=== dut ===
**dut: signal wires on met2**

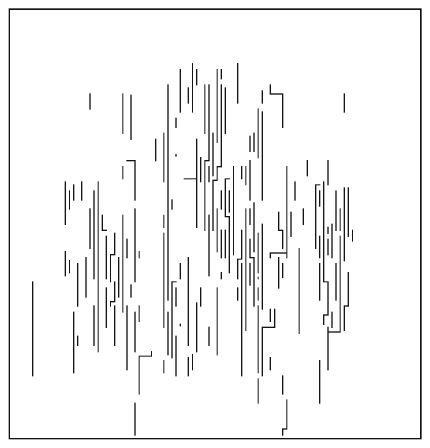

## src/rtl/dut_pkg.sv

```systemverilog
// Shared constants and state encoding for the
// program-3 signed multiply engine.
package dut_pkg;

  localparam int NUM_PAIRS = 16;
  localparam int OPND_BASE = 0;
  localparam int PROD_BASE = 64;
  localparam int MEM_DEPTH = 256;

  typedef enum logic [2:0] {
    IDLE,
    ARMED,
    LOAD,
    MUL,
    STORE,
    DONE
  } state_t;

endpackage

```

## src/rtl/data_mem.sv

```systemverilog
// Byte-wide single-port data memory:
// synchronous write, combinational read, no reset.
module data_mem #(
  parameter int DEPTH = 256,
  parameter int AW    = 8
) (
  input  logic          clk,
  input  logic          we,
  input  logic [AW-1:0] addr,
  input  logic [7:0]    wdata,
  output logic [7:0]    rdata
);

  logic [7:0] core [DEPTH];

  always_ff @(posedge clk) begin
    if (we) core[addr] <= wdata;
  end

  assign rdata = core[addr];

endmodule

```

## src/rtl/dut.sv

```systemverilog
// Program-3 engine: 16 signed 16x16 products,
// operands and results kept in the local data memory.
module dut
  import dut_pkg::*;
(
  input  logic clk,
  input  logic rst_n,
  input  logic start,
  output logic done
);

  state_t      state_q, state_d;
  logic [4:0]  cnt_q, cnt_d;
  logic [3:0]  cyc_q, cyc_d;
  logic [31:0] opnd_q, opnd_d;
  logic [31:0] mc_q, mc_d;
  logic [31:0] acc_q, acc_d;
  logic        done_q, done_d;

  logic        we;
  logic [7:0]  addr;
  logic [7:0]  wdata;
  logic [7:0]  rdata;
  logic [5:0]  off;
  logic [31:0] opnd_nx;

  data_mem #(
    .DEPTH(MEM_DEPTH),
    .AW   (8)
  ) dm (
    .clk  (clk),
    .we   (we),
    .addr (addr),
    .wdata(wdata),
    .rdata(rdata)
  );

  assign off     = {cnt_q[3:0], cyc_q[1:0]};
  assign opnd_nx = {opnd_q[23:0], rdata};

  always_comb begin
    if (state_q == STORE)
      addr = 8'(PROD_BASE) + {2'b00, off};
    else
      addr = 8'(OPND_BASE) + {2'b00, off};
  end

  always_comb begin
    state_d = state_q;
    cnt_d   = cnt_q;
    cyc_d   = cyc_q;
    opnd_d  = opnd_q;
    mc_d    = mc_q;
    acc_d   = acc_q;
    we      = 1'b0;
    wdata   = 8'h00;
    unique case (state_q)
      IDLE: begin
        if (start) state_d = ARMED;
      end
      ARMED: begin
        if (!start) begin
          state_d = LOAD;
          cnt_d   = 5'd0;
          cyc_d   = 4'd0;
        end
      end
      LOAD: begin
        // bytes arrive as {a_hi, a_lo, b_hi, b_lo}
        opnd_d = opnd_nx;
        cyc_d  = cyc_q + 4'd1;
        if (cyc_q == 4'd3) begin
          state_d = MUL;
          cyc_d   = 4'd0;
          mc_d    = {{16{opnd_nx[31]}}, opnd_nx[31:16]};
          acc_d   = 32'd0;
        end
      end
      MUL: begin
        // bit 15 of the multiplier carries negative weight
        if (opnd_q[0]) begin
          if (cyc_q == 4'd15) acc_d = acc_q - mc_q;
          else                acc_d = acc_q + mc_q;
        end
        mc_d   = mc_q << 1;
        opnd_d = opnd_q >> 1;
        cyc_d  = cyc_q + 4'd1;
        if (cyc_q == 4'd15) begin
          state_d = STORE;
          cyc_d   = 4'd0;
        end
      end
      STORE: begin
        we = 1'b1;
        case (cyc_q[1:0])
          2'd0:    wdata = acc_q[31:24];
          2'd1:    wdata = acc_q[23:16];
          2'd2:    wdata = acc_q[15:8];
          default: wdata = acc_q[7:0];
        endcase
        cyc_d = cyc_q + 4'd1;
        if (cyc_q == 4'd3) begin
          cyc_d = 4'd0;
          cnt_d = cnt_q + 5'd1;
          if (cnt_q == 5'(NUM_PAIRS - 1))
            state_d = DONE;
          else
            state_d = LOAD;
        end
      end
      DONE: begin
        if (start) state_d = ARMED;
      end
      default: state_d = IDLE;
    endcase
    done_d = (state_d == DONE);
  end

  always_ff @(posedge clk) begin
    if (!rst_n) begin
      state_q <= IDLE;
      cnt_q   <= 5'd0;
      cyc_q   <= 4'd0;
      opnd_q  <= 32'd0;
      mc_q    <= 32'd0;
      acc_q   <= 32'd0;
      done_q  <= 1'b0;
    end else begin
      state_q <= state_d;
      cnt_q   <= cnt_d;
      cyc_q   <= cyc_d;
      opnd_q  <= opnd_d;
      mc_q    <= mc_d;
      acc_q   <= acc_d;
      done_q  <= done_d;
    end
  end

  assign done = done_q;

endmodule

```

## config.mk

```make
export PLATFORM = sky130hd
export DESIGN_NAME = dut
export DESIGN_NICKNAME = d
export VERILOG_FILES = /design/src/rtl/dut_pkg.sv /design/src/rtl/data_mem.sv /design/src/rtl/dut.sv
export SDC_FILE = /design/constraint.sdc
export NUM_CORES = 1
export LEC_CHECK = 0
export ABC_AREA = 1
export CAP_MARGIN = 10
export CORE_AREA = 2 2 44 46
export CTS_BUF_LIST = sky130_fd_sc_hd__clkbuf_4
export DETAILED_ROUTE_END_ITERATION = 10
export DIE_AREA = 0 0 46 48
export PLACE_DENSITY = 0.68
export SLEW_MARGIN = 20
export SYNTH_ARGS = -nofsm -noshare
export SYNTH_HDL_FRONTEND = slang
export SYNTH_HIERARCHICAL = 1
export SYNTH_SLANG_ARGS = --single-unit
```

## constraint.sdc

```tcl
create_clock -name clk -period 1.6 [get_ports clk]
set_input_delay 0.16 -clock clk [delete_from_list [all_inputs] [get_ports clk]]
set_output_delay 0.16 -clock clk [all_outputs]
set_load 0.1 [all_outputs]
```

=== hamming_rx_decoder ===
$ cat config.mk
export PLATFORM = sky130hd
export DESIGN_NAME = hamming_rx_decoder
export DESIGN_NICKNAME = d
export VERILOG_FILES = /design/src/rtl/hamming_pkg.sv /design/src/rtl/hamming_byte_fifo.sv /design/src/rtl/hamming_rx_decoder.sv
export SDC_FILE = /design/constraint.sdc
export NUM_CORES = 1
export LEC_CHECK = 0
export CORE_UTILIZATION = 45
export CTS_CLUSTER_DIAMETER = 50
export DETAILED_ROUTE_END_ITERATION = 10
export HOLD_SLACK_MARGIN = 0.06
export PLACE_DENSITY_LB_ADDON = 0.15
export SYNTH_ARGS = -nofsm -noshare
export SYNTH_HDL_FRONTEND = slang
export SYNTH_SLANG_ARGS = --single-unit
$ cat constraint.sdc
create_clock -name clk -period 2.3 [get_ports clk]
set_input_delay 0.345 -clock clk [delete_from_list [all_inputs] [get_ports clk]]
set_output_delay 0.345 -clock clk [all_outputs]
set_load 0.1 [all_outputs]
$ cat src/rtl/hamming_pkg.sv
// Shared Hamming(7,4) helpers and pairing-state encodings for the UART receive path.
// Codeword bit k holds Hamming position k+1: {d4,d3,d2,p3,d1,p2,p1}.
package hamming_pkg;

   localparam logic WAIT_FIRST  = 1'b0;
   localparam logic WAIT_SECOND = 1'b1;

   // syn = {s3,s2,s1}; a nonzero value is the 1-based position of the suspect bit
   function automatic logic [2:0] ham74_syndrome(input logic [6:0] cw);
      logic s1, s2, s3;
      s1 = cw[0] ^ cw[2] ^ cw[4] ^ cw[6];
      s2 = cw[1] ^ cw[2] ^ cw[5] ^ cw[6];
      s3 = cw[3] ^ cw[4] ^ cw[5] ^ cw[6];
      return {s3, s2, s1};
   endfunction

   function automatic logic [6:0] ham74_correct(input logic [6:0] cw);
      logic [2:0] syn;
      logic [6:0] fixed;
      syn   = ham74_syndrome(cw);
      fixed = cw;
      if (syn != 3'd0) begin
         fixed = cw ^ (7'(1) << (syn - 3'd1));
      end
      return fixed;
   endfunction

   function automatic logic [6:0] ham74_encode(input logic [3:0] nib);
      logic p1, p2, p3;
      p1 = nib[0] ^ nib[1] ^ nib[3];
      p2 = nib[0] ^ nib[2] ^ nib[3];
      p3 = nib[1] ^ nib[2] ^ nib[3];
      return {nib[3], nib[2], nib[1], p3, nib[0], p2, p1};
   endfunction

endpackage

$ cat src/rtl/hamming_byte_fifo.sv
// Small power-of-two FIFO with a registered head word; simultaneous push and pop
// are both honoured, including when full.
module hamming_byte_fifo #(
   parameter int unsigned DEPTH = 4,
   parameter int unsigned WIDTH = 8
) (
   input  logic             clk,
   input  logic             rst_n,
   input  logic             push,
   input  logic             pop,
   input  logic [WIDTH-1:0] wdata,
   output logic [WIDTH-1:0] rdata,
   output logic             full,
   output logic             empty
);

   localparam int unsigned AW = (DEPTH > 1) ? $clog2(DEPTH) : 1;
   localparam int unsigned CW = AW + 1;

   logic [WIDTH-1:0] mem [DEPTH];
   logic [AW-1:0]    rd_ptr, wr_ptr, rd_nxt_c;
   logic [CW-1:0]    cnt, cnt_nxt_c;
   logic             pop_ok_c, wr_ok_c;
   logic [WIDTH-1:0] head_c;

   // Next occupancy and next head; a write landing on the new head slot bypasses memory
   always_comb begin
      pop_ok_c  = pop && !empty;
      wr_ok_c   = push && (!full || pop_ok_c);
      cnt_nxt_c = cnt;
      if (wr_ok_c && !pop_ok_c) begin
         cnt_nxt_c = cnt + CW'(1);
      end else if (pop_ok_c && !wr_ok_c) begin
         cnt_nxt_c = cnt - CW'(1);
      end
      rd_nxt_c = pop_ok_c ? rd_ptr + AW'(1) : rd_ptr;
      head_c   = (wr_ok_c && (wr_ptr == rd_nxt_c)) ? wdata : mem[rd_nxt_c];
   end

   always_ff @(posedge clk or negedge rst_n) begin
      if (!rst_n) begin
         rd_ptr <= '0;
         wr_ptr <= '0;
         cnt    <= '0;
         full   <= 1'b0;
         empty  <= 1'b1;
         rdata  <= '0;
      end else begin
         rd_ptr <= rd_nxt_c;
         if (wr_ok_c) begin
            wr_ptr <= wr_ptr + AW'(1);
         end
         cnt   <= cnt_nxt_c;
         full  <= (cnt_nxt_c == CW'(DEPTH));
         empty <= (cnt_nxt_c == '0);
         if (cnt_nxt_c != '0) begin
            rdata <= head_c;
         end
      end
   end

   always_ff @(posedge clk) begin
      if (wr_ok_c) begin
         mem[wr_ptr] <= wdata;
      end
   end

endmodule

$ cat src/rtl/hamming_rx_decoder.sv
// Corrects Hamming(7,4) codewords from the UART receiver, pairs nibbles into bytes
// and buffers them behind a valid/ready handshake with saturating statistics.
module hamming_rx_decoder #(
   parameter bit          LOW_FIRST  = 1'b1,
   parameter int unsigned FIFO_DEPTH = 4,
   parameter int unsigned CNT_W      = 8
) (
   input  logic             clk,
   input  logic             rst_n,
   input  logic             ena,
   input  logic [6:0]       cw_in,
   input  logic             cw_valid,
   input  logic             pair_clr,
   output logic [7:0]       byte_out,
   output logic             byte_valid,
   input  logic             byte_ready,
   output logic [CNT_W-1:0] corr_cnt,
   output logic [CNT_W-1:0] drop_cnt,
   output logic             overflow
);

   import hamming_pkg::*;

   logic       s1_valid;
   logic [6:0] s1_cw;
   logic [2:0] s1_syn;
   logic [6:0] s1_fix_c;
   logic       s2_valid;
   logic [3:0] s2_nib;
   logic       s2_corr;

   logic       pair_state;
   logic [3:0] held_nib;

   logic       push_c, pop_c, drop_c;
   logic [7:0] pair_byte_c;
   logic       fifo_full, fifo_empty;

   assign s1_fix_c = ham74_correct(s1_cw);

   // Two-stage decode pipeline; ena low freezes both stages
   always_ff @(posedge clk or negedge rst_n) begin
      if (!rst_n) begin
         s1_valid <= 1'b0;
         s1_cw    <= '0;
         s1_syn   <= '0;
         s2_valid <= 1'b0;
         s2_nib   <= '0;
         s2_corr  <= 1'b0;
      end else if (ena) begin
         s1_valid <= cw_valid;
         if (cw_valid) begin
            s1_cw  <= cw_in;
            s1_syn <= ham74_syndrome(cw_in);
         end
         s2_valid <= s1_valid;
         if (s1_valid) begin
            s2_nib  <= {s1_fix_c[6], s1_fix_c[5], s1_fix_c[4], s1_fix_c[2]};
            s2_corr <= (s1_syn != 3'd0);
         end
      end
   end

   always_comb begin
      push_c      = ena && s2_valid && !pair_clr && (pair_state == WAIT_SECOND);
      pair_byte_c = LOW_FIRST ? {s2_nib, held_nib} : {held_nib, s2_nib};
      pop_c       = ena && !fifo_empty && byte_ready;
      drop_c      = push_c && fifo_full && !pop_c;
   end

   // Pairing: pair_clr outranks a completing nibble, which then starts a new pair
   always_ff @(posedge clk or negedge rst_n) begin
      if (!rst_n) begin
         pair_state <= WAIT_FIRST;
         held_nib   <= '0;
      end else if (ena) begin
         if (pair_clr) begin
            pair_state <= s2_valid ? WAIT_SECOND : WAIT_FIRST;
            if (s2_valid) begin
               held_nib <= s2_nib;
            end
         end else if (s2_valid) begin
            if (pair_state == WAIT_FIRST) begin
               held_nib   <= s2_nib;
               pair_state <= WAIT_SECOND;
            end else begin
               pair_state <= WAIT_FIRST;
            end
         end
      end
   end

   // Saturating statistics and sticky overflow
   always_ff @(posedge clk or negedge rst_n) begin
      if (!rst_n) begin
         corr_cnt <= '0;
         drop_cnt <= '0;
         overflow <= 1'b0;
      end else if (ena) begin
         if (s2_valid && s2_corr && (corr_cnt != '1)) begin
            corr_cnt <= corr_cnt + CNT_W'(1);
         end
         if (drop_c) begin
            overflow <= 1'b1;
            if (drop_cnt != '1) begin
               drop_cnt <= drop_cnt + CNT_W'(1);
            end
         end
      end
   end

   hamming_byte_fifo #(
      .DEPTH (FIFO_DEPTH),
      .WIDTH (8)
   ) u_fifo (
      .clk   (clk),
      .rst_n (rst_n),
      .push  (push_c),
      .pop   (pop_c),
      .wdata (pair_byte_c),
      .rdata (byte_out),
      .full  (fifo_full),
      .empty (fifo_empty)
   );

   assign byte_valid = ~fifo_empty;

endmodule

=== pong_game_ctrl_flat ===
--- src/rtl/pong_pkg.sv ---
// pong_pkg
//   Shared definitions for the Pong game datapath: the game state encoding,
//   default screen/paddle geometry, the ball center position used by both the
//   game controller and the pixel color logic, and a wrap-free |a-b| helper.
//   No ports (package).

package pong_pkg;

    // Default geometry for a 640x480 VGA frame.
    localparam int H_ACTIVE_DEF        = 640;
    localparam int V_ACTIVE_DEF        = 480;
    localparam int PADDLE_HEIGHT_2_DEF = 30;

    // Ball serve/rest position; the pixel color logic uses the same point.
    localparam logic [9:0] CENTER_X = 10'(H_ACTIVE_DEF / 2);
    localparam logic [9:0] CENTER_Y = 10'(V_ACTIVE_DEF / 2);

    // Encoding is visible on o_State, so the values are fixed.
    typedef enum logic [2:0] {
        ST_IDLE  = 3'd0,
        ST_SERVE = 3'd1,
        ST_PLAY  = 3'd2,
        ST_POINT = 3'd3,
        ST_OVER  = 3'd4
    } state_t;

    // Distance between two unsigned coordinates: compare first, then
    // subtract the smaller from the larger so the result never wraps.
    function automatic logic [9:0] abs_diff(input logic [9:0] a, input logic [9:0] b);
        return (a >= b) ? (a - b) : (b - a);
    endfunction

endpackage

--- src/rtl/pong_game_ctrl_if.sv ---
// pong_game_ctrl_if
//   Bundles the frame tick, player controls and all registered game outputs
//   of pong_game_ctrl.
//   master : drives tick/start/paddle controls, observes game outputs
//   slave  : the game controller itself
//   Signals: i_Frame_Tick, i_Start, i_Left_Up, i_Left_Dn, i_Right_Up,
//            i_Right_Dn (inputs to the controller); o_Ball_X, o_Ball_Y,
//            o_Ball_Visible, o_Paddle_Left_Y, o_Paddle_Right_Y,
//            o_Left_Score, o_Right_Score, o_State, o_Update_Done (outputs).

interface pong_game_ctrl_if;

    logic       i_Frame_Tick;
    logic       i_Start;
    logic       i_Left_Up;
    logic       i_Left_Dn;
    logic       i_Right_Up;
    logic       i_Right_Dn;

    logic [9:0] o_Ball_X;
    logic [9:0] o_Ball_Y;
    logic       o_Ball_Visible;
    logic [9:0] o_Paddle_Left_Y;
    logic [9:0] o_Paddle_Right_Y;
    logic [3:0] o_Left_Score;
    logic [3:0] o_Right_Score;
    logic [2:0] o_State;
    logic       o_Update_Done;

    modport master (
        output i_Frame_Tick, i_Start, i_Left_Up, i_Left_Dn, i_Right_Up, i_Right_Dn,
        input  o_Ball_X, o_Ball_Y, o_Ball_Visible, o_Paddle_Left_Y, o_Paddle_Right_Y,
               o_Left_Score, o_Right_Score, o_State, o_Update_Done
    );

    modport slave (
        input  i_Frame_Tick, i_Start, i_Left_Up, i_Left_Dn, i_Right_Up, i_Right_Dn,
        output o_Ball_X, o_Ball_Y, o_Ball_Visible, o_Paddle_Left_Y, o_Paddle_Right_Y,
               o_Left_Score, o_Right_Score, o_State, o_Update_Done
    );

endinterface

--- src/rtl/pong_paddle.sv ---
// pong_paddle
//   One paddle's vertical position. Moves PADDLE_STEP rows per enabled frame
//   tick and saturates so the paddle body never leaves the screen.
//   Ports:
//     clk  in   system clock
//     rst  in   synchronous active-high reset (y returns to V_ACTIVE/2)
//     tick in   frame tick; the only cycle on which y may change
//     en   in   movement enable (low while the game is over)
//     up   in   move toward smaller y
//     dn   in   move toward larger y
//     y    out  paddle center row

module pong_paddle
    import pong_pkg::*;
#(
    parameter int V_ACTIVE        = V_ACTIVE_DEF,
    parameter int PADDLE_HEIGHT_2 = PADDLE_HEIGHT_2_DEF,
    parameter int PADDLE_STEP     = 2
) (
    input  logic       clk,
    input  logic       rst,
    input  logic       tick,
    input  logic       en,
    input  logic       up,
    input  logic       dn,
    output logic [9:0] y
);

    localparam logic [9:0] Y_MIN  = 10'(PADDLE_HEIGHT_2);
    localparam logic [9:0] Y_MAX  = 10'(V_ACTIVE - PADDLE_HEIGHT_2);
    localparam logic [9:0] STEP   = 10'(PADDLE_STEP);
    localparam logic [9:0] Y_INIT = 10'(V_ACTIVE / 2);

    logic [9:0] y_d;

    // NOTE: y_d gets its hold value before any branch, so every path assigns
    // it and no latch is inferred.
    always_comb begin
        y_d = y;
        if (tick && en) begin
            // Bounds are checked before the add/subtract so y never wraps.
            if (up && !dn) begin
                y_d = (y >= Y_MIN + STEP) ? (y - STEP) : Y_MIN;
            end else if (dn && !up) begin
                y_d = (y <= Y_MAX - STEP) ? (y + STEP) : Y_MAX;
            end
        end
    end

    // NOTE: state registers use non-blocking assignments so every flop
    // samples its inputs from before the edge.
    always_ff @(posedge clk) begin
        if (rst) begin
            y <= Y_INIT;
        end else begin
            y <= y_d;
        end
    end

endmodule

--- src/rtl/pong_game_ctrl.sv ---
// pong_game_ctrl
//   Frame-synchronous Pong sequencer: ball motion and bounces, paddle hit
//   tests, scoring and the IDLE/SERVE/PLAY/POINT/OVER sequence. Everything
//   advances once per i_Frame_Tick and is registered, so positions are
//   stable during active video.
//   Ports:
//     i_Clk    in      system clock
//     i_Reset  in      synchronous active-high reset, wins over a tick
//     bus      slave   tick, start, paddle controls in; ball, paddles,
//                      scores, state and o_Update_Done out

module pong_game_ctrl
    import pong_pkg::*;
#(
    parameter int H_ACTIVE        = H_ACTIVE_DEF,
    parameter int V_ACTIVE        = V_ACTIVE_DEF,
    parameter int PADDLE_HEIGHT_2 = PADDLE_HEIGHT_2_DEF,
    parameter int PADDLE_STEP     = 2,
    parameter int SERVE_FRAMES    = 60,
    parameter int POINT_FRAMES    = 30,
    parameter int WIN_SCORE       = 9
) (
    input  logic             i_Clk,
    input  logic             i_Reset,
    pong_game_ctrl_if.slave  bus
);

    localparam logic [9:0] X_CTR      = 10'(H_ACTIVE / 2);
    localparam logic [9:0] Y_CTR      = 10'(V_ACTIVE / 2);
    localparam logic [9:0] X_MAX      = 10'(H_ACTIVE - 1);
    localparam logic [9:0] Y_MAX      = 10'(V_ACTIVE - 1);
    localparam logic [9:0] HALF_H     = 10'(PADDLE_HEIGHT_2);
    localparam logic [7:0] SERVE_LAST = 8'(SERVE_FRAMES - 1);
    localparam logic [7:0] POINT_LAST = 8'(POINT_FRAMES - 1);
    localparam logic [3:0] WIN_V      = 4'(WIN_SCORE);

    state_t     state_q, state_d;
    logic [7:0] cnt_q, cnt_d;
    logic [9:0] ball_x_q, ball_x_d;
    logic [9:0] ball_y_q, ball_y_d;
    logic       visible_q, visible_d;
    logic       dx_neg_q, dx_neg_d;     // 1: ball moving toward x=0
    logic       dy_neg_q, dy_neg_d;     // 1: ball moving toward y=0
    logic [3:0] left_score_q, left_score_d;
    logic [3:0] right_score_q, right_score_d;
    logic       done_q;

    logic [9:0] left_y, right_y;
    logic       paddle_en;
    logic       left_hit, right_hit;
    logic       left_point, right_point;

    assign paddle_en = (state_q != ST_OVER);

    pong_paddle #(
        .V_ACTIVE       (V_ACTIVE),
        .PADDLE_HEIGHT_2(PADDLE_HEIGHT_2),
        .PADDLE_STEP    (PADDLE_STEP)
    ) u_left_paddle (
        .clk (i_Clk),
        .rst (i_Reset),
        .tick(bus.i_Frame_Tick),
        .en  (paddle_en),
        .up  (bus.i_Left_Up),
        .dn  (bus.i_Left_Dn),
        .y   (left_y)
    );

    pong_paddle #(
        .V_ACTIVE       (V_ACTIVE),
        .PADDLE_HEIGHT_2(PADDLE_HEIGHT_2),
        .PADDLE_STEP    (PADDLE_STEP)
    ) u_right_paddle (
        .clk (i_Clk),
        .rst (i_Reset),
        .tick(bus.i_Frame_Tick),
        .en  (paddle_en),
        .up  (bus.i_Right_Up),
        .dn  (bus.i_Right_Dn),
        .y   (right_y)
    );

    // Paddle registers still hold their pre-move value during the tick cycle,
    // so hit tests see the paddles as they were drawn in the last frame.
    assign left_hit  = (abs_diff(ball_y_q, left_y)  < HALF_H);
    assign right_hit = (abs_diff(ball_y_q, right_y) < HALF_H);

    always_comb begin
        state_d       = state_q;
        cnt_d         = cnt_q;
        ball_x_d      = ball_x_q;
        ball_y_d      = ball_y_q;
        visible_d     = visible_q;
        dx_neg_d      = dx_neg_q;
        dy_neg_d      = dy_neg_q;
        left_score_d  = left_score_q;
        right_score_d = right_score_q;
        left_point    = 1'b0;
        right_point   = 1'b0;

        if (bus.i_Frame_Tick) begin
            case (state_q)
                ST_IDLE: begin
                    if (bus.i_Start) begin
                        state_d = ST_SERVE;
                        cnt_d   = '0;
                    end
                end

                ST_SERVE: begin
                    if (cnt_q == SERVE_LAST) begin
                        state_d = ST_PLAY;
                        cnt_d   = '0;
                    end else begin
                        cnt_d = cnt_q + 8'd1;
                    end
                end

                ST_PLAY: begin
                    // X axis: paddle at each edge either returns the ball or
                    // concedes a point.
                    if (ball_x_q == '0 && dx_neg_q) begin
                        if (left_hit) begin
                            ball_x_d = 10'd1;
                            dx_neg_d = 1'b0;
                        end else begin
                            right_point = 1'b1;
                        end
                    end else if (ball_x_q == X_MAX && !dx_neg_q) begin
                        if (right_hit) begin
                            ball_x_d = X_MAX - 10'd1;
                            dx_neg_d = 1'b1;
                        end else begin
                            left_point = 1'b1;
                        end
                    end else begin
                        ball_x_d = dx_neg_q ? (ball_x_q - 10'd1) : (ball_x_q + 10'd1);
                    end

                    // Y axis: top and bottom walls always reflect.
                    if (ball_y_q == '0 && dy_neg_q) begin
                        ball_y_d = 10'd1;
                        dy_neg_d = 1'b0;
                    end else if (ball_y_q == Y_MAX && !dy_neg_q) begin
                        ball_y_d = Y_MAX - 10'd1;
                        dy_neg_d = 1'b1;
                    end else begin
                        ball_y_d = dy_neg_q ? (ball_y_q - 10'd1) : (ball_y_q + 10'd1);
                    end

                    // A point recenters and hides the ball; the next serve
                    // heads toward the player who just lost.
                    if (left_point || right_point) begin
                        if (right_point) begin
                            right_score_d = right_score_q + 4'd1;
                            dx_neg_d      = 1'b1;
                        end else begin
                            left_score_d  = left_score_q + 4'd1;
                            dx_neg_d      = 1'b0;
                        end
                        ball_x_d  = X_CTR;
                        ball_y_d  = Y_CTR;
                        dy_neg_d  = 1'b0;
                        visible_d = 1'b0;
                        cnt_d     = '0;
                        state_d   = (left_score_d == WIN_V || right_score_d == WIN_V)
                                    ? ST_OVER : ST_POINT;
                    end
                end

                ST_POINT: begin
                    if (cnt_q == POINT_LAST) begin
                        state_d   = ST_SERVE;
                        visible_d = 1'b1;
                        cnt_d     = '0;
                    end else begin
                        cnt_d = cnt_q + 8'd1;
                    end
                end

                ST_OVER: begin
                    if (bus.i_Start) begin
                        left_score_d  = '0;
                        right_score_d = '0;
                        visible_d     = 1'b1;
                        dx_neg_d      = 1'b0;
                        cnt_d         = '0;
                        state_d       = ST_SERVE;
                    end
                end

                default: begin
                    state_d = ST_IDLE;
                end
            endcase
        end
    end

    always_ff @(posedge i_Clk) begin
        if (i_Reset) begin
            state_q       <= ST_IDLE;
            cnt_q         <= '0;
            ball_x_q      <= X_CTR;
            ball_y_q      <= Y_CTR;
            visible_q     <= 1'b1;
            dx_neg_q      <= 1'b0;
            dy_neg_q      <= 1'b0;
            left_score_q  <= '0;
            right_score_q <= '0;
            done_q        <= 1'b0;
        end else begin
            state_q       <= state_d;
            cnt_q         <= cnt_d;
            ball_x_q      <= ball_x_d;
            ball_y_q      <= ball_y_d;
            visible_q     <= visible_d;
            dx_neg_q      <= dx_neg_d;
            dy_neg_q      <= dy_neg_d;
            left_score_q  <= left_score_d;
            right_score_q <= right_score_d;
            done_q        <= bus.i_Frame_Tick;
        end
    end

    assign bus.o_Ball_X         = ball_x_q;
    assign bus.o_Ball_Y         = ball_y_q;
    assign bus.o_Ball_Visible   = visible_q;
    assign bus.o_Paddle_Left_Y  = left_y;
    assign bus.o_Paddle_Right_Y = right_y;
    assign bus.o_Left_Score     = left_score_q;
    assign bus.o_Right_Score    = right_score_q;
    assign bus.o_State          = state_q;
    assign bus.o_Update_Done    = done_q;

endmodule

--- src/flat_wrapper.sv ---
// flat-port wrapper written by rule: the top's interface ports become plain ports
module pong_game_ctrl_flat import pong_pkg::*;
#(
    parameter int H_ACTIVE        = H_ACTIVE_DEF,
    parameter int V_ACTIVE        = V_ACTIVE_DEF,
    parameter int PADDLE_HEIGHT_2 = PADDLE_HEIGHT_2_DEF,
    parameter int PADDLE_STEP     = 2,
    parameter int SERVE_FRAMES    = 60,
    parameter int POINT_FRAMES    = 30,
    parameter int WIN_SCORE       = 9
)
  (i_Clk, i_Reset, bus_i_Frame_Tick, bus_i_Start, bus_i_Left_Up, bus_i_Left_Dn, bus_i_Right_Up, bus_i_Right_Dn, bus_o_Ball_X, bus_o_Ball_Y, bus_o_Ball_Visible, bus_o_Paddle_Left_Y, bus_o_Paddle_Right_Y, bus_o_Left_Score, bus_o_Right_Score, bus_o_State, bus_o_Update_Done);
  pong_game_ctrl_if bus_i ();
  input  logic i_Clk;
  input  logic i_Reset;
  input wire logic [$bits(bus_i.i_Frame_Tick)-1:0] bus_i_Frame_Tick;
  input wire logic [$bits(bus_i.i_Start)-1:0] bus_i_Start;
  input wire logic [$bits(bus_i.i_Left_Up)-1:0] bus_i_Left_Up;
  input wire logic [$bits(bus_i.i_Left_Dn)-1:0] bus_i_Left_Dn;
  input wire logic [$bits(bus_i.i_Right_Up)-1:0] bus_i_Right_Up;
  input wire logic [$bits(bus_i.i_Right_Dn)-1:0] bus_i_Right_Dn;
  output wire logic [$bits(bus_i.o_Ball_X)-1:0] bus_o_Ball_X;
  output wire logic [$bits(bus_i.o_Ball_Y)-1:0] bus_o_Ball_Y;
  output wire logic [$bits(bus_i.o_Ball_Visible)-1:0] bus_o_Ball_Visible;
  output wire logic [$bits(bus_i.o_Paddle_Left_Y)-1:0] bus_o_Paddle_Left_Y;
  output wire logic [$bits(bus_i.o_Paddle_Right_Y)-1:0] bus_o_Paddle_Right_Y;
  output wire logic [$bits(bus_i.o_Left_Score)-1:0] bus_o_Left_Score;
  output wire logic [$bits(bus_i.o_Right_Score)-1:0] bus_o_Right_Score;
  output wire logic [$bits(bus_i.o_State)-1:0] bus_o_State;
  output wire logic [$bits(bus_i.o_Update_Done)-1:0] bus_o_Update_Done;
  assign bus_i.i_Frame_Tick = bus_i_Frame_Tick;
  assign bus_i.i_Start = bus_i_Start;
  assign bus_i.i_Left_Up = bus_i_Left_Up;
  assign bus_i.i_Left_Dn = bus_i_Left_Dn;
  assign bus_i.i_Right_Up = bus_i_Right_Up;
  assign bus_i.i_Right_Dn = bus_i_Right_Dn;
  assign bus_o_Ball_X = bus_i.o_Ball_X;
  assign bus_o_Ball_Y = bus_i.o_Ball_Y;
  assign bus_o_Ball_Visible = bus_i.o_Ball_Visible;
  assign bus_o_Paddle_Left_Y = bus_i.o_Paddle_Left_Y;
  assign bus_o_Paddle_Right_Y = bus_i.o_Paddle_Right_Y;
  assign bus_o_Left_Score = bus_i.o_Left_Score;
  assign bus_o_Right_Score = bus_i.o_Right_Score;
  assign bus_o_State = bus_i.o_State;
  assign bus_o_Update_Done = bus_i.o_Update_Done;
  pong_game_ctrl #(.H_ACTIVE(H_ACTIVE), .V_ACTIVE(V_ACTIVE), .PADDLE_HEIGHT_2(PADDLE_HEIGHT_2), .PADDLE_STEP(PADDLE_STEP), .SERVE_FRAMES(SERVE_FRAMES), .POINT_FRAMES(POINT_FRAMES), .WIN_SCORE(WIN_SCORE)) u_core (.i_Clk(i_Clk), .i_Reset(i_Reset), .bus(bus_i));
endmodule
--- config.mk ---
export PLATFORM = sky130hd
export DESIGN_NAME = pong_game_ctrl_flat
export DESIGN_NICKNAME = d
export VERILOG_FILES = /design/src/rtl/pong_pkg.sv /design/src/rtl/pong_game_ctrl_if.sv /design/src/rtl/pong_paddle.sv /design/src/rtl/pong_game_ctrl.sv /design/src/flat_wrapper.sv
export SDC_FILE = /design/constraint.sdc
export NUM_CORES = 1
export LEC_CHECK = 0
export CAP_MARGIN = 30
export CELL_PAD_IN_SITES_DETAIL_PLACEMENT = 1
export CELL_PAD_IN_SITES_GLOBAL_PLACEMENT = 1
export CORE_MARGIN = 2
export CORE_UTILIZATION = 44
export CTS_CLUSTER_SIZE = 12
export DETAILED_ROUTE_END_ITERATION = 12
export GPL_TIMING_DRIVEN = 0
export PLACE_DENSITY_LB_ADDON = 0.1
export SLEW_MARGIN = 5
export SYNTH_ARGS = -nofsm -noshare
export SYNTH_HDL_FRONTEND = slang
export SYNTH_SLANG_ARGS = --single-unit
--- constraint.sdc ---
create_clock -name i_Clk -period 4.1 [get_ports i_Clk]
set_clock_uncertainty 0.05 [all_clocks]
set_input_delay 0.615 -clock i_Clk [delete_from_list [all_inputs] [get_ports i_Clk]]
set_output_delay 0.615 -clock i_Clk [all_outputs]
set_load 0.05 [all_outputs]
**pong_game_ctrl_flat: track usage over the die**

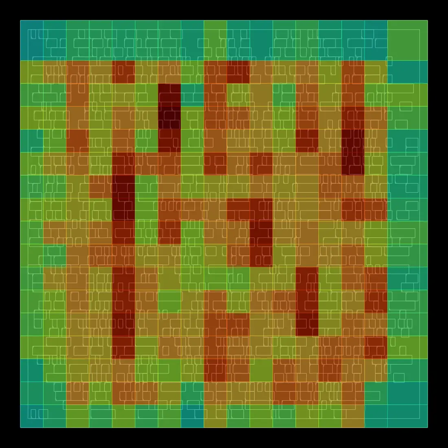
GR Util met2: 49.72%
met1 usage: 37.65%

==> job_summary.md, pong_game_ctrl_flat <==
## Synthesis and layout report

| Metric | Value |
|---|---|
| Area leader share | 19.78% |
| Power Total | roughly 2 mW |
| WL per Instance | 20.14 microns |
| CP Data Required Time | 4.32 ns |
| Fin crit share | a little over nine tenths |
| NetSw | 0.7657 mW |
| Final Util | about 54% |
| Post-Syn Area | 0.006175 sq mm |
| Area grow syn2layout | 19.64% |
| Cell with the most instances after synthesis | a21oi_1 |
| Final setup fails | 0 |
| Register share after synthesis | 19.78% |
| Fin area | approximately 0.0074 sq mm |
| Final Wtd Congestion | approximately 0.94 |
| Sequential share of cell area | 16.67% |
| Sequential power | 0.638 mW |
| YS warnings | 0 |
| End of the worst hold path | u_core.cnt_q[6] |
| Clock Sinks | 61 |
| Reg2Reg Setup Slack | 0.19 ns |
| Worst path slowest cell | o31a_2 |
| Worst Max-Slew Pin Slew | 0.8567 ns |
| Multi-Input Combinational | 647 |
| Synth area leaders | dfxtp_1 20%, ha_1 13%, a21oi_1 5.3% |
| Worst path cell trace | clkbuf_4 > inv_1 > ha_1 > buf_2 > and4_4 > and3_1 > o22a_1 > buf_2 > a211o_1 > a32oi_1 > o2111ai_1 > o31a_2 > buf_4 > o31a_1 > a21bo_2 > a21oi_1 |
| GRT met3 Usage | 3.299% |
| Yosys aoi share | 29.91% |
| Status | finished clean |
| GRT overflow | 0 |
| Layout cell share with drive strength beyond 1 | 9.594% |
| Non-clock buffers | 99 |
| Number of tapcells | 180 |
| Post-route insts no fill | 1066 |
| Logic cell area | ~0.0046 sq mm |
| OpenROAD warnings | 49 |
| Fmax | about 0.26 GHz |
| Register area | roughly 0.0012 sq mm |
| Adders+Majority by Area | between 10 and 15% |
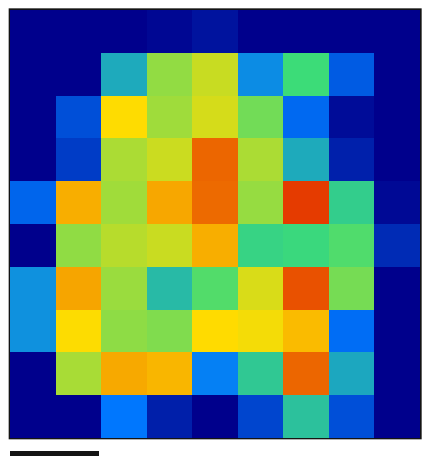
**Above:** dut (cell area per tile).
Bar = 10 microns. The die is cut into 9 by 10 equal tiles; dark blue is low, red is high, 0 to 100% covered.
nearly empty tiles: 28%
emptiest ninth of the die: upper right
mean over tiles: 38%

About 'signal wires on met2' of dut:
share of all routed wire: 46%
longest straight run: 24.1 microns
wire length on this layer: 677 microns
nets with wire on the layer: 104

==> job_summary.md, dut <==
## Synthesis and layout report

| Metric | Value |
|---|---|
| Status | finished clean |
| Clk slew on worst S/H paths | 0.08 ns |
| Biggest register | cnt_q |
| Vias in the first global route | between 600 and 700 |
| Crit. Startpoint | cnt_q[0] |
| Sequential cells | 13 |
| P_comb | 0.0752 mW |
| DR pass1 iterations | 4 |
| Nets | 138 |
| I/O pin cnt | 4 |
| Seq pwr share | 55.1% |
| Synth Area per Inst | between 6 and 7 sq um |
| Most frequent logic cell in the layout | nand2_1 |
| Logic share of the area | around half |
| ClkCell Share | between 3 and 4% |
| Synth area leaders | dfxtp_1 34%, nand2_1 16%, nor2_1 13% |
| Die Y | 48 microns |
| Setup tns final | 0 ns |
| Setup ws final | 0.1504 ns |
| Antenna-violating nets left | 0 |
| Yosys top cell by area | dfxtp_1 |
| Drt via density | roughly 5.0 |
| Syn_nets | 131 |
| Register area | 260.3 sq um |
| Logic cell area | 440.4 sq um |
**hamming_rx_decoder: track usage over the die**

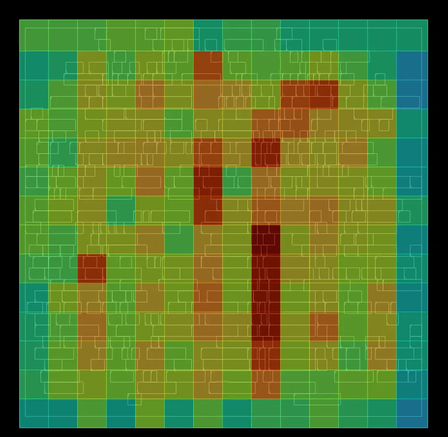
Final Util: 56.14%
gr busiest metal: met2
WL per Instance: 14.66 microns
GR Util met2: 30.28%
Global Route Usage Sum: 17.42%

==> job_summary.md, hamming_rx_decoder <==
## Synthesis and layout report

| Metric | Value |
|---|---|
| Ant diodes | 0 |
| XOR/XNOR Area Share | 8.172% |
| Worst path cell trace | xnor2_1 > xnor2_1 > nor2_1 > ha_1 > nor4b_2 > xnor2_1 > a21oi_1 |
| DR top layer | met4 |
| Biggest register | u_fifo.mem |
| Dominant class by area | flip-flops and latches |
| DRT met1 WL | 3470 microns |
| Status | finished clean |
| Cell count along the critical path | 7 |
| Max-cap violations | 0 |
| Most used cell, CP | xnor2_1 |
| Final Wtd Congestion | 0.7900 |
| Pre-CTS WS | -0.1647 ns |
| Worst Hold Class | reg -> reg |
| Reg2Reg Setup Slack | 0.20 ns |
| Worst R2R End | s2_nib[2] |
| Logic share of the area | 33.12% |
| Die ar. | 0.009435 sq mm |
| Cell with the most instances after synthesis | dfrtp_1 |
| Synth Area per Inst | 11.98 sq um |

## Gallery

Metal 1.
Plate I
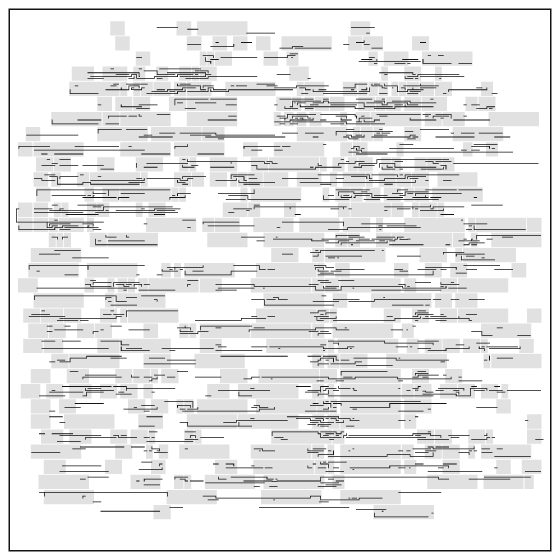
Plate II
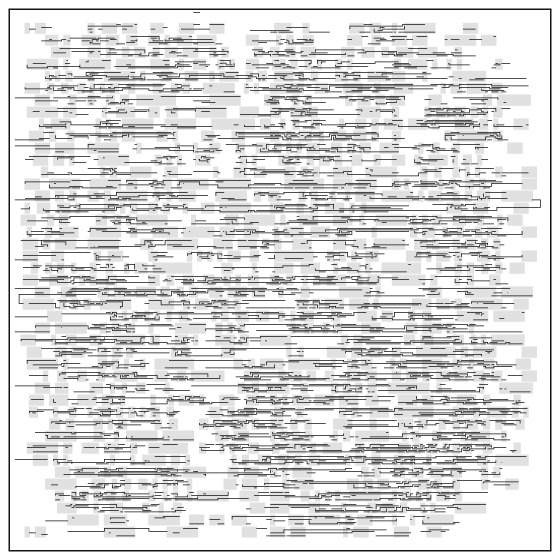
Plate III
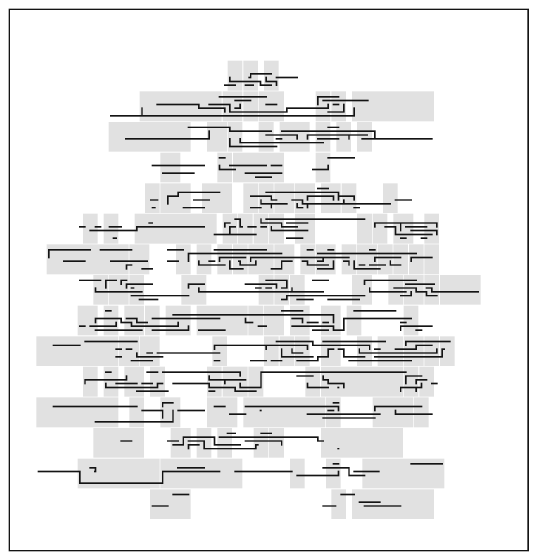
Plate I is hamming_rx_decoder.
Plate III is dut.
Plate II is pong_game_ctrl_flat.

Key to Plate III:
nets with wire on the layer: 131
share of all routed wire: 51%
main direction: horizontal
longest straight run: 21.6 microns


No activity file was given, so power comes from the tool's default toggle rates.
